# ---- design 1 ----
### Wire density map, design 1

Drawn at 2 px/um. The die is cut into 29 by 29 equal tiles; white is low, dark blue is high, scaled to the fullest tile. Values are wire area over tile area, all layers added.
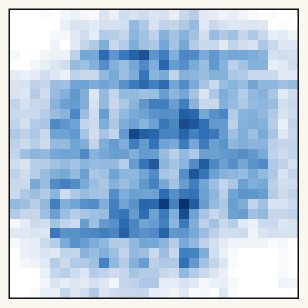
### The metal 4 layer, design 1

Drawn at 3 px/um. Supply wires on this layer in gray.
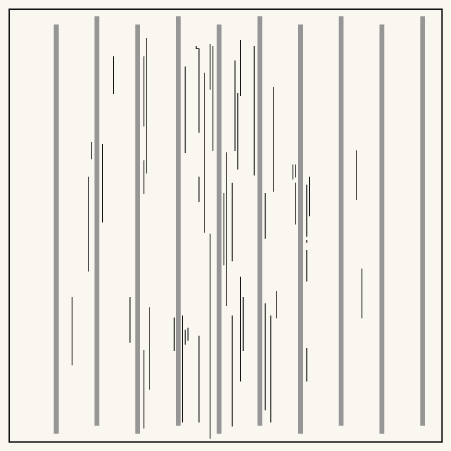
<file path="src/rtl/mul_seq_pkg.sv">
// Shared types and constants for the 32x32 shift-add multiply sequencer.
// Holds the FSM state encoding, the opcodes the sequencer drives onto the
// shared external ALU, the step count and the ALU request payload struct.
package mul_seq_pkg;

  localparam int unsigned DATA_W    = 32;
  localparam int unsigned OP_W      = 6;
  localparam int unsigned CNT_W     = 6;
  localparam int unsigned MUL_STEPS = 32;

  localparam logic [OP_W-1:0] ALU_NOP    = 6'b000000;
  localparam logic [OP_W-1:0] ALU_ADDCC  = 6'b010000;
  localparam logic [OP_W-1:0] ALU_SUBCC  = 6'b010100;
  localparam logic [OP_W-1:0] ALU_SUBXCC = 6'b011100;

  typedef enum logic [2:0] {
    IDLE   = 3'd0,
    ABS_A  = 3'd1,
    ABS_B  = 3'd2,
    STEP   = 3'd3,
    NEG_LO = 3'd4,
    NEG_HI = 3'd5,
    DONE   = 3'd6
  } state_t;

  // One request to the external combinational ALU.
  typedef struct packed {
    logic [OP_W-1:0]   op;
    logic [DATA_W-1:0] a;
    logic [DATA_W-1:0] b;
    logic              cin;
  } alu_req_t;

endpackage

</file>
<file path="src/rtl/mul_sequencer.sv">
// mul_sequencer: UMUL/SMUL sequencer that borrows a shared external ALU.
// Signed operands are made positive (ABS_A/ABS_B), multiplied by 32
// shift-add steps, and the 64-bit product is negated (NEG_LO/NEG_HI) when the
// original signs differ. Latency from the start-sampling edge to done is 37.
//
// Ports:
//   clk, rst_n                 clock, async active-low reset
//   start, signed_mul          request (sampled in IDLE only), SMUL select
//   op_a, op_b                 multiplicand, multiplier
//   busy, done                 in-flight flag, one-cycle result pulse
//   prod_hi, prod_lo           64-bit product (prod_hi = Y register)
//   icc_n/z/v/c                condition codes
//   alu_op/a/b/cin             request driven to the external ALU
//   alu_res, alu_c             ALU result and carry/borrow
//
// Config: MUL_SEQ_ICC_EN builds the icc_n/icc_z flag registers; without it
// all icc_* outputs are tied to 0.
module mul_sequencer
  import mul_seq_pkg::*;
(
  input  logic              clk,
  input  logic              rst_n,
  input  logic              start,
  input  logic              signed_mul,
  input  logic [DATA_W-1:0] op_a,
  input  logic [DATA_W-1:0] op_b,
  output logic              busy,
  output logic              done,
  output logic [DATA_W-1:0] prod_hi,
  output logic [DATA_W-1:0] prod_lo,
  output logic              icc_n,
  output logic              icc_z,
  output logic              icc_v,
  output logic              icc_c,
  output logic [OP_W-1:0]   alu_op,
  output logic [DATA_W-1:0] alu_a,
  output logic [DATA_W-1:0] alu_b,
  output logic              alu_cin,
  input  logic [DATA_W-1:0] alu_res,
  input  logic              alu_c
);

  state_t            state, state_nx;
  logic [DATA_W-1:0] a_q, a_nx;
  logic [DATA_W-1:0] mq_q, mq_nx;
  logic [DATA_W-1:0] acc_q, acc_nx;
  logic [CNT_W-1:0]  cnt_q, cnt_nx;
  logic              sgn_q, sgn_nx;
  logic              neg_q, neg_nx;
  logic              borrow_q, borrow_nx;
  logic              busy_nx, done_nx;
  logic [DATA_W-1:0] prod_hi_nx, prod_lo_nx;
  alu_req_t          alu_q, alu_nx;

  // State register and all datapath/output registers.
  always_ff @(posedge clk or negedge rst_n) begin
    if (!rst_n) begin
      state    <= IDLE;
      a_q      <= '0;
      mq_q     <= '0;
      acc_q    <= '0;
      cnt_q    <= '0;
      sgn_q    <= 1'b0;
      neg_q    <= 1'b0;
      borrow_q <= 1'b0;
      busy     <= 1'b0;
      done     <= 1'b0;
      prod_hi  <= '0;
      prod_lo  <= '0;
      alu_q    <= '0;
    end else begin
      state    <= state_nx;
      a_q      <= a_nx;
      mq_q     <= mq_nx;
      acc_q    <= acc_nx;
      cnt_q    <= cnt_nx;
      sgn_q    <= sgn_nx;
      neg_q    <= neg_nx;
      borrow_q <= borrow_nx;
      busy     <= busy_nx;
      done     <= done_nx;
      prod_hi  <= prod_hi_nx;
      prod_lo  <= prod_lo_nx;
      alu_q    <= alu_nx;
    end
  end

  // Next-state and datapath updates; the ALU request for the coming cycle is
  // derived from the next-cycle values so alu_* are registered yet aligned.
  always_comb begin
    state_nx   = state;
    a_nx       = a_q;
    mq_nx      = mq_q;
    acc_nx     = acc_q;
    cnt_nx     = cnt_q;
    sgn_nx     = sgn_q;
    neg_nx     = neg_q;
    borrow_nx  = borrow_q;
    prod_hi_nx = prod_hi;
    prod_lo_nx = prod_lo;
    alu_nx     = '0;

    unique case (state)
      IDLE: begin
        if (start) begin
          state_nx  = ABS_A;
          a_nx      = op_a;
          mq_nx     = op_b;
          acc_nx    = '0;
          cnt_nx    = '0;
          sgn_nx    = signed_mul;
          neg_nx    = signed_mul & (op_a[DATA_W-1] ^ op_b[DATA_W-1]);
          borrow_nx = 1'b0;
        end
      end
      ABS_A: begin
        if (sgn_q && a_q[DATA_W-1]) a_nx = alu_res;
        state_nx = ABS_B;
      end
      ABS_B: begin
        if (sgn_q && mq_q[DATA_W-1]) mq_nx = alu_res;
        cnt_nx   = '0;
        state_nx = STEP;
      end
      STEP: begin
        // Carry-out becomes the top accumulator bit; low sum bit shifts into mq.
        acc_nx = {alu_c, alu_res[DATA_W-1:1]};
        mq_nx  = {alu_res[0], mq_q[DATA_W-1:1]};
        cnt_nx = cnt_q + CNT_W'(1);
        if (cnt_q == CNT_W'(MUL_STEPS - 1)) state_nx = NEG_LO;
      end
      NEG_LO: begin
        if (neg_q) begin
          mq_nx     = alu_res;
          borrow_nx = alu_c;
        end
        state_nx = NEG_HI;
      end
      NEG_HI: begin
        if (neg_q) acc_nx = alu_res;
        // Product registers load here so they are valid while done is high.
        prod_hi_nx = acc_nx;
        prod_lo_nx = mq_q;
        state_nx   = DONE;
      end
      DONE: begin
        state_nx = IDLE;
      end
      default: begin
        state_nx = IDLE;
      end
    endcase

    busy_nx = (state_nx != IDLE);
    done_nx = (state_nx == DONE);

    unique case (state_nx)
      ABS_A: begin
        if (sgn_nx && a_nx[DATA_W-1]) begin
          alu_nx.op = ALU_SUBCC;
          alu_nx.b  = a_nx;
        end
      end
      ABS_B: begin
        if (sgn_nx && mq_nx[DATA_W-1]) begin
          alu_nx.op = ALU_SUBCC;
          alu_nx.b  = mq_nx;
        end
      end
      STEP: begin
        alu_nx.op = ALU_ADDCC;
        alu_nx.a  = acc_nx;
        alu_nx.b  = mq_nx[0] ? a_nx : '0;
      end
      NEG_LO: begin
        if (neg_nx) begin
          alu_nx.op = ALU_SUBCC;
          alu_nx.b  = mq_nx;
        end
      end
      NEG_HI: begin
        if (neg_nx) begin
          alu_nx.op  = ALU_SUBXCC;
          alu_nx.b   = acc_nx;
          alu_nx.cin = borrow_nx;
        end
      end
      default: begin
        alu_nx = '0;
      end
    endcase
  end

  assign alu_op  = alu_q.op;
  assign alu_a   = alu_q.a;
  assign alu_b   = alu_q.b;
  assign alu_cin = alu_q.cin;

`ifdef MUL_SEQ_ICC_EN
  // N/Z flags track the low product word, captured alongside prod_lo.
  always_ff @(posedge clk or negedge rst_n) begin
    if (!rst_n) begin
      icc_n <= 1'b0;
      icc_z <= 1'b0;
    end else if (done_nx) begin
      icc_n <= prod_lo_nx[DATA_W-1];
      icc_z <= (prod_lo_nx == '0);
    end
  end
  assign icc_v = 1'b0;
  assign icc_c = 1'b0;
`else
  assign icc_n = 1'b0;
  assign icc_z = 1'b0;
  assign icc_v = 1'b0;
  assign icc_c = 1'b0;
`endif

endmodule
</file>
<file path="config.mk">
export PLATFORM = sky130hd
export DESIGN_NAME = mul_sequencer
export DESIGN_NICKNAME = d
export VERILOG_FILES = /design/src/rtl/mul_seq_pkg.sv /design/src/rtl/mul_sequencer.sv
export SDC_FILE = /design/constraint.sdc
export NUM_CORES = 1
export LEC_CHECK = 0
export CAP_MARGIN = 10
export CORE_MARGIN = 1.5
export CORE_UTILIZATION = 55
export DETAILED_ROUTE_END_ITERATION = 10
export GPL_ROUTABILITY_DRIVEN = 0
export PLACE_DENSITY = 0.86
export SYNTH_ARGS = -nofsm -noshare
export SYNTH_HDL_FRONTEND = slang
export SYNTH_SLANG_ARGS = --single-unit
export TNS_END_PERCENT = 20
</file>
<file path="constraint.sdc">
create_clock -name clk -period 5.8 [get_ports clk]
set_input_delay 1.16 -clock clk [delete_from_list [all_inputs] [get_ports clk]]
set_output_delay 1.16 -clock clk [all_outputs]
set_load 0.1 [all_outputs]
</file>
==> flow_summary.ini <==
; flow metrics
[final_layout]
comb_share_pct = 30.5

[synthesis]
ys.flops = 241
synthDominantCellAreaShare_pct = 55.3
top_logic_kind = AND-OR/OR-AND gates
netlist_area_um2 = 10900
syn_inst = 1086

[hold_path]
whs_path_depth = 2

[grt]
grt_pass1_wl_um = 53200
grt.met3_usage_pct = 7.70

[worst_setup_path]
worst-path-buf-inv = 2
crit_fanout = 42

[cts]
clk_path_buf_depth = 3
clock-sinks = 241

[status]
status = finished, final reports clean

[floorplan]
ios = 242
Notes on 'Wire density map' of design 1 above:
tiles over half the peak = 26%
emptiest ninth of the die = bottom right
fullest tile = 0.83

Notes on 'The metal 4 layer' of design 1 above:
longest straight run = 68.0 um
share of all routed wire = 3.2%
wire length on this layer = 1110 um
nets with wire on the layer = 41
Vias: 9982
Routed WL: 34500 um

[stage by stage]
| step | worst slack, ns | hold slack (ns) | power (mW) | instances |
|---|---|---|---|---|
| after floorplan | 3.08 | 0.434 | 5.64 | 1092 |
| after global placement | 1.74 | 0.447 | 6.66 | 1521 |
| after detailed placement | 1.61 | 0.459 | 6.76 | 1521 |
| after CTS | 2.15 | 0.473 | 8.42 | 1565 |
| after global routing | 1.93 | 0.491 | 8.81 | 1566 |
| final | 2.04 | 0.472 | 8.47 | 1567 |

# ---- design 2 ----
### Track usage over the die, design 2

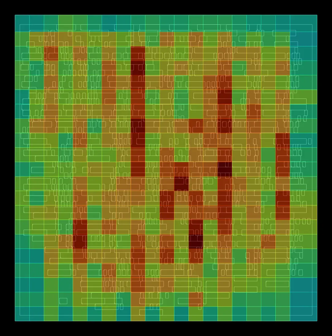
### Wire density map, design 2

Drawn at 2 px/um. The die is cut into 29 by 29 equal tiles; white is low, dark blue is high, scaled to the fullest tile. Values are wire area over tile area, all layers added.
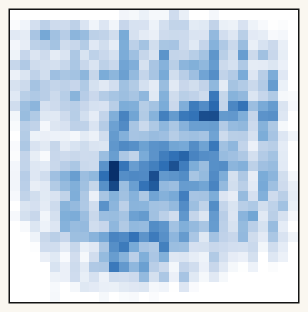
### A small window of the routed layout, design 2

Window x 57 to 87, y 29 to 59 um. Cells in gray, sequential cells in the stronger gray; small squares are vias.
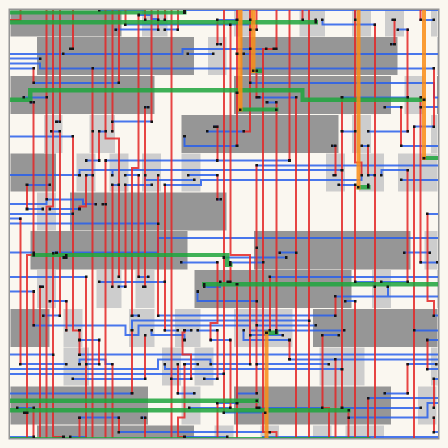
File: config.mk
export PLATFORM = sky130hd
export DESIGN_NAME = delay_ctrl
export DESIGN_NICKNAME = d
export VERILOG_FILES = /design/src/rtl/delay_pkg.sv /design/src/rtl/delay_ram.sv /design/src/rtl/delay_ctrl.sv
export SDC_FILE = /design/constraint.sdc
export NUM_CORES = 1
export LEC_CHECK = 0
export ABC_AREA = 1
export CELL_PAD_IN_SITES_DETAIL_PLACEMENT = 1
export CELL_PAD_IN_SITES_GLOBAL_PLACEMENT = 2
export CORE_AREA = 2 2 142 144
export CTS_BUF_LIST = sky130_fd_sc_hd__clkbuf_16
export DETAILED_ROUTE_END_ITERATION = 7
export DIE_AREA = 0 0 144 146
export GPL_ROUTABILITY_DRIVEN = 0
export GPL_TIMING_DRIVEN = 0
export PLACE_DENSITY = 0.82
export SYNTH_ARGS = -nofsm -noshare
export SYNTH_HDL_FRONTEND = slang
export SYNTH_HIERARCHICAL = 1
export SYNTH_SLANG_ARGS = --single-unit
File: constraint.sdc
create_clock -name clk -period 4.7 [get_ports clk]
set_input_delay 0.94 -clock clk [delete_from_list [all_inputs] [get_ports clk]]
set_output_delay 0.94 -clock clk [all_outputs]
set_load 0.03 [all_outputs]
File: src/rtl/delay_pkg.sv
// Shared types and helpers for the programmable delay line.
package delay_pkg;

   typedef enum logic [1:0] {
      FILL  = 2'd0,
      RUN   = 2'd1,
      FLUSH = 2'd2
   } state_t;

   // Ceiling log2, usable in constant expressions.
   function automatic int unsigned clog2(input int unsigned value);
      int unsigned res;
      res = 0;
      while ((32'd1 << res) < value) res = res + 1;
      return res;
   endfunction

   // Map a requested delay onto the legal range 1..max_d.
   function automatic int unsigned clamp_delay(input int unsigned req, input int unsigned max_d);
      if (req == 0) return 1;
      if (req > max_d) return max_d;
      return req;
   endfunction

endpackage

File: src/rtl/delay_ram.sv
// Simple dual-port RAM: one write port, one read port with registered output.
module delay_ram
   import delay_pkg::*;
#(
   parameter int unsigned WIDTH = 9,
   parameter int unsigned DEPTH = 16
) (
   input  logic                     clk,
   input  logic                     we,
   input  logic [clog2(DEPTH)-1:0]  waddr,
   input  logic [WIDTH-1:0]         wdata,
   input  logic [clog2(DEPTH)-1:0]  raddr,
   output logic [WIDTH-1:0]         rdata
);

   logic [WIDTH-1:0] mem [DEPTH];

   // Read returns the old contents when raddr equals waddr.
   always_ff @(posedge clk) begin
      if (we) mem[waddr] <= wdata;
      rdata <= mem[raddr];
   end

endmodule

File: src/rtl/delay_ctrl.sv
// Runtime-programmable delay line: FSM, pointers and output stage around delay_ram.
module delay_ctrl
   import delay_pkg::*;
#(
   parameter int unsigned DATA_WIDTH    = 8,
   parameter int unsigned MAX_DELAY     = 16,
   parameter int unsigned DEFAULT_DELAY = 4
) (
   input  logic                         clk,
   input  logic                         rst_n,
   input  logic [clog2(MAX_DELAY):0]    cfg_delay,
   input  logic                         cfg_valid,
   output logic                         cfg_ready,
   input  logic [DATA_WIDTH-1:0]        din,
   input  logic                         din_valid,
   output logic [DATA_WIDTH-1:0]        dout,
   output logic                         dvalid,
   output logic                         busy
);

   localparam int unsigned AW  = clog2(MAX_DELAY);
   localparam int unsigned DLW = AW + 1;
   localparam int unsigned EW  = DATA_WIDTH + 1;

   if (MAX_DELAY < 2 || (MAX_DELAY & (MAX_DELAY - 1)) != 0) begin : g_bad_max_delay
      $error("delay_ctrl: MAX_DELAY must be a power of 2 and >= 2");
   end
   if (DEFAULT_DELAY < 1 || DEFAULT_DELAY > MAX_DELAY) begin : g_bad_default_delay
      $error("delay_ctrl: DEFAULT_DELAY must be within 1..MAX_DELAY");
   end

   state_t          state, next_state;
   logic [AW-1:0]   wr_ptr, rd_ptr;
   logic [DLW-1:0]  fill_cnt, delay_q;
   logic [EW-1:0]   din_q, ram_rdata, tap;
   logic            accept, out_en;

   delay_ram #(.WIDTH(EW), .DEPTH(MAX_DELAY)) u_ram (
      .clk   (clk),
      .we    (1'b1),
      .waddr (wr_ptr),
      .wdata ({din_valid, din}),
      .raddr (rd_ptr),
      .rdata (ram_rdata)
   );

   // Next state; output is enabled exactly on the edges that lead into RUN.
   always_comb begin
      next_state = state;
      accept     = cfg_valid & cfg_ready;
      case (state)
         FILL: begin
            if (accept)                               next_state = FLUSH;
            else if (fill_cnt == delay_q - DLW'(1))   next_state = RUN;
         end
         RUN:     if (accept) next_state = FLUSH;
         FLUSH:   next_state = FILL;
         default: next_state = FILL;
      endcase
      out_en = (next_state == RUN);
   end

   // RAM read is issued one edge ahead of the output register, so it looks D-2
   // entries back; delays 1 and 2 are too short for that and use direct taps.
   always_comb begin
      rd_ptr = wr_ptr - AW'(delay_q - DLW'(2));
      if (delay_q == DLW'(1))      tap = {din_valid, din};
      else if (delay_q == DLW'(2)) tap = din_q;
      else                         tap = ram_rdata;
   end

   always_ff @(posedge clk or negedge rst_n) begin
      if (!rst_n) begin
         state     <= FILL;
         wr_ptr    <= '0;
         fill_cnt  <= '0;
         delay_q   <= DLW'(DEFAULT_DELAY);
         din_q     <= '0;
         dout      <= '0;
         dvalid    <= 1'b0;
         cfg_ready <= 1'b1;
         busy      <= 1'b1;
      end else begin
         state  <= next_state;
         wr_ptr <= wr_ptr + AW'(1);
         din_q  <= {din_valid, din};
         if (accept) delay_q <= DLW'(clamp_delay(32'(cfg_delay), MAX_DELAY));
         if (state == FILL)       fill_cnt <= fill_cnt + DLW'(1);
         else if (state == FLUSH) fill_cnt <= '0;
         dout      <= out_en ? tap[DATA_WIDTH-1:0] : '0;
         dvalid    <= out_en & tap[DATA_WIDTH];
         cfg_ready <= (next_state != FLUSH);
         busy      <= (next_state != RUN);
      end
   end

endmodule
==> flow_summary.ini <==
; flow metrics
[run]
warnings = 28
max-cap-violations = 0

[synthesis]
yosys-stat-cells = 812
aoi_share_pct = 1.37
top_area_cell = edfxtp_1
synth-edff-count = 144

[place]
dp_hpwl_um = 15400

[detailed_routing]
ant_nets = 0

[status]
status = finished, final reports clean

[final_layout]
n_all_buffers = 55
flops = 189
clk_share_pct = 6.00

[worst_setup_path]
path_class = reg -> reg
endpoint = u_ram/rdata[4]
crit_arrival_ns = 3.10

[timing]
setup_ws_ns = 1.92

[cts]
cts_root_buffer = clkbuf_16

[grt]
grt_pass1_wl_um = 34400

[hold_path]
worstHoldPathType = reg -> reg

[floorplan]
ios = 28
Notes on 'Track usage over the die' of design 2 above:
GRT busiest layer: met2
Global Route Usage Sum: 22.5%
met2 GRT Util: 38.4%
drt wl/cell: 19.4 um

Notes on 'Wire density map' of design 2 above:
nearly empty tiles = 13%
tiles over half the peak = 14%
mean over tiles = 0.17
Vias: 5697
Routed WL: 22100 um

Notes on 'A small window of the routed layout' of design 2 above:
blue -> met1
red -> met2
orange -> met4
green -> met3
most frequent = edfxtp_1 (13), nand2_1 (11), inv_1 (10)
cells with their middle in the window = 45
sequential cells in the window = 13
netlist names of flops here include = u_ram/mem (13)

## per-layer routing
layer / vias up / global-route usage, % / routed length [um] / part of all wire (%)
met5: - / 0 / 0 / 0
met4: 0 / 7.94 / 534 / 2.4
met3: 35 / 4.97 / 1030 / 4.7
met2: 124 / 38.4 / 11300 / 51
met1: 2862 / 28.1 / 9240 / 42
li1: 2676 / - / - / -


==> notes/layouts.md <==
Pictures saved along the way, in no particular order.

Gate families picked out.
Drawn at 4 px/um.
image #1
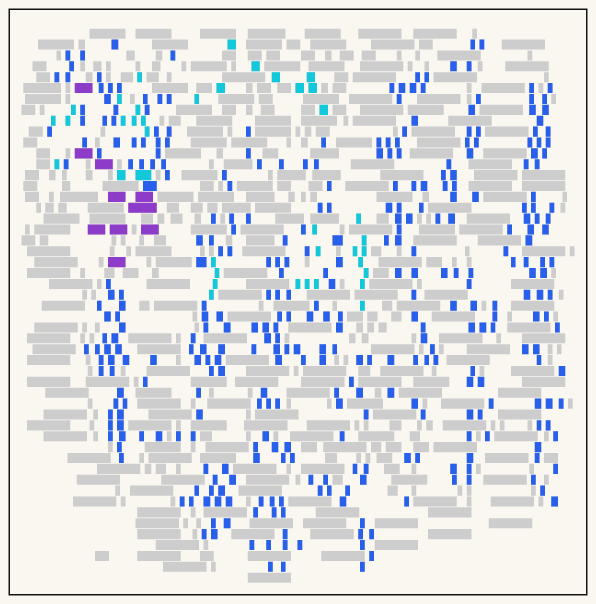
image #2
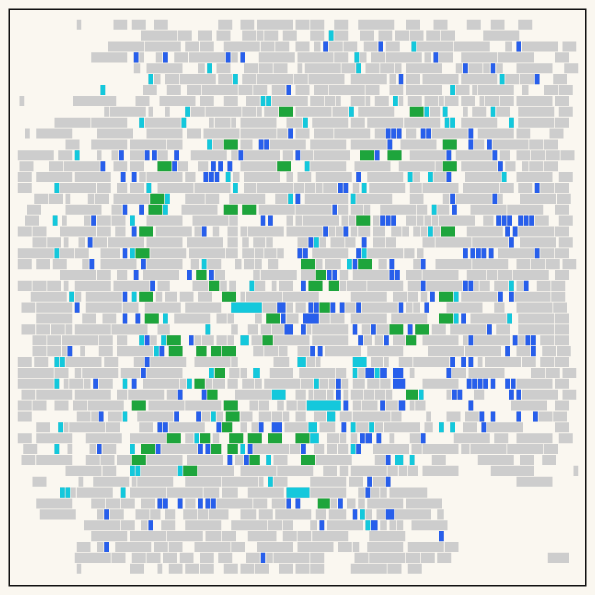
- most cells: image #2
Image #2 is design 1.
Image #1 is design 2.

Key to image #1:
purple -> adder and majority cells  # cells 10, most used ha_1
blue -> NAND gates  # cells 354, most used nand2_1, where widely spread
cyan -> NOR gates  # cells 39, most used nor2_1

No activity file was given, so power comes from the tool's default toggle rates.
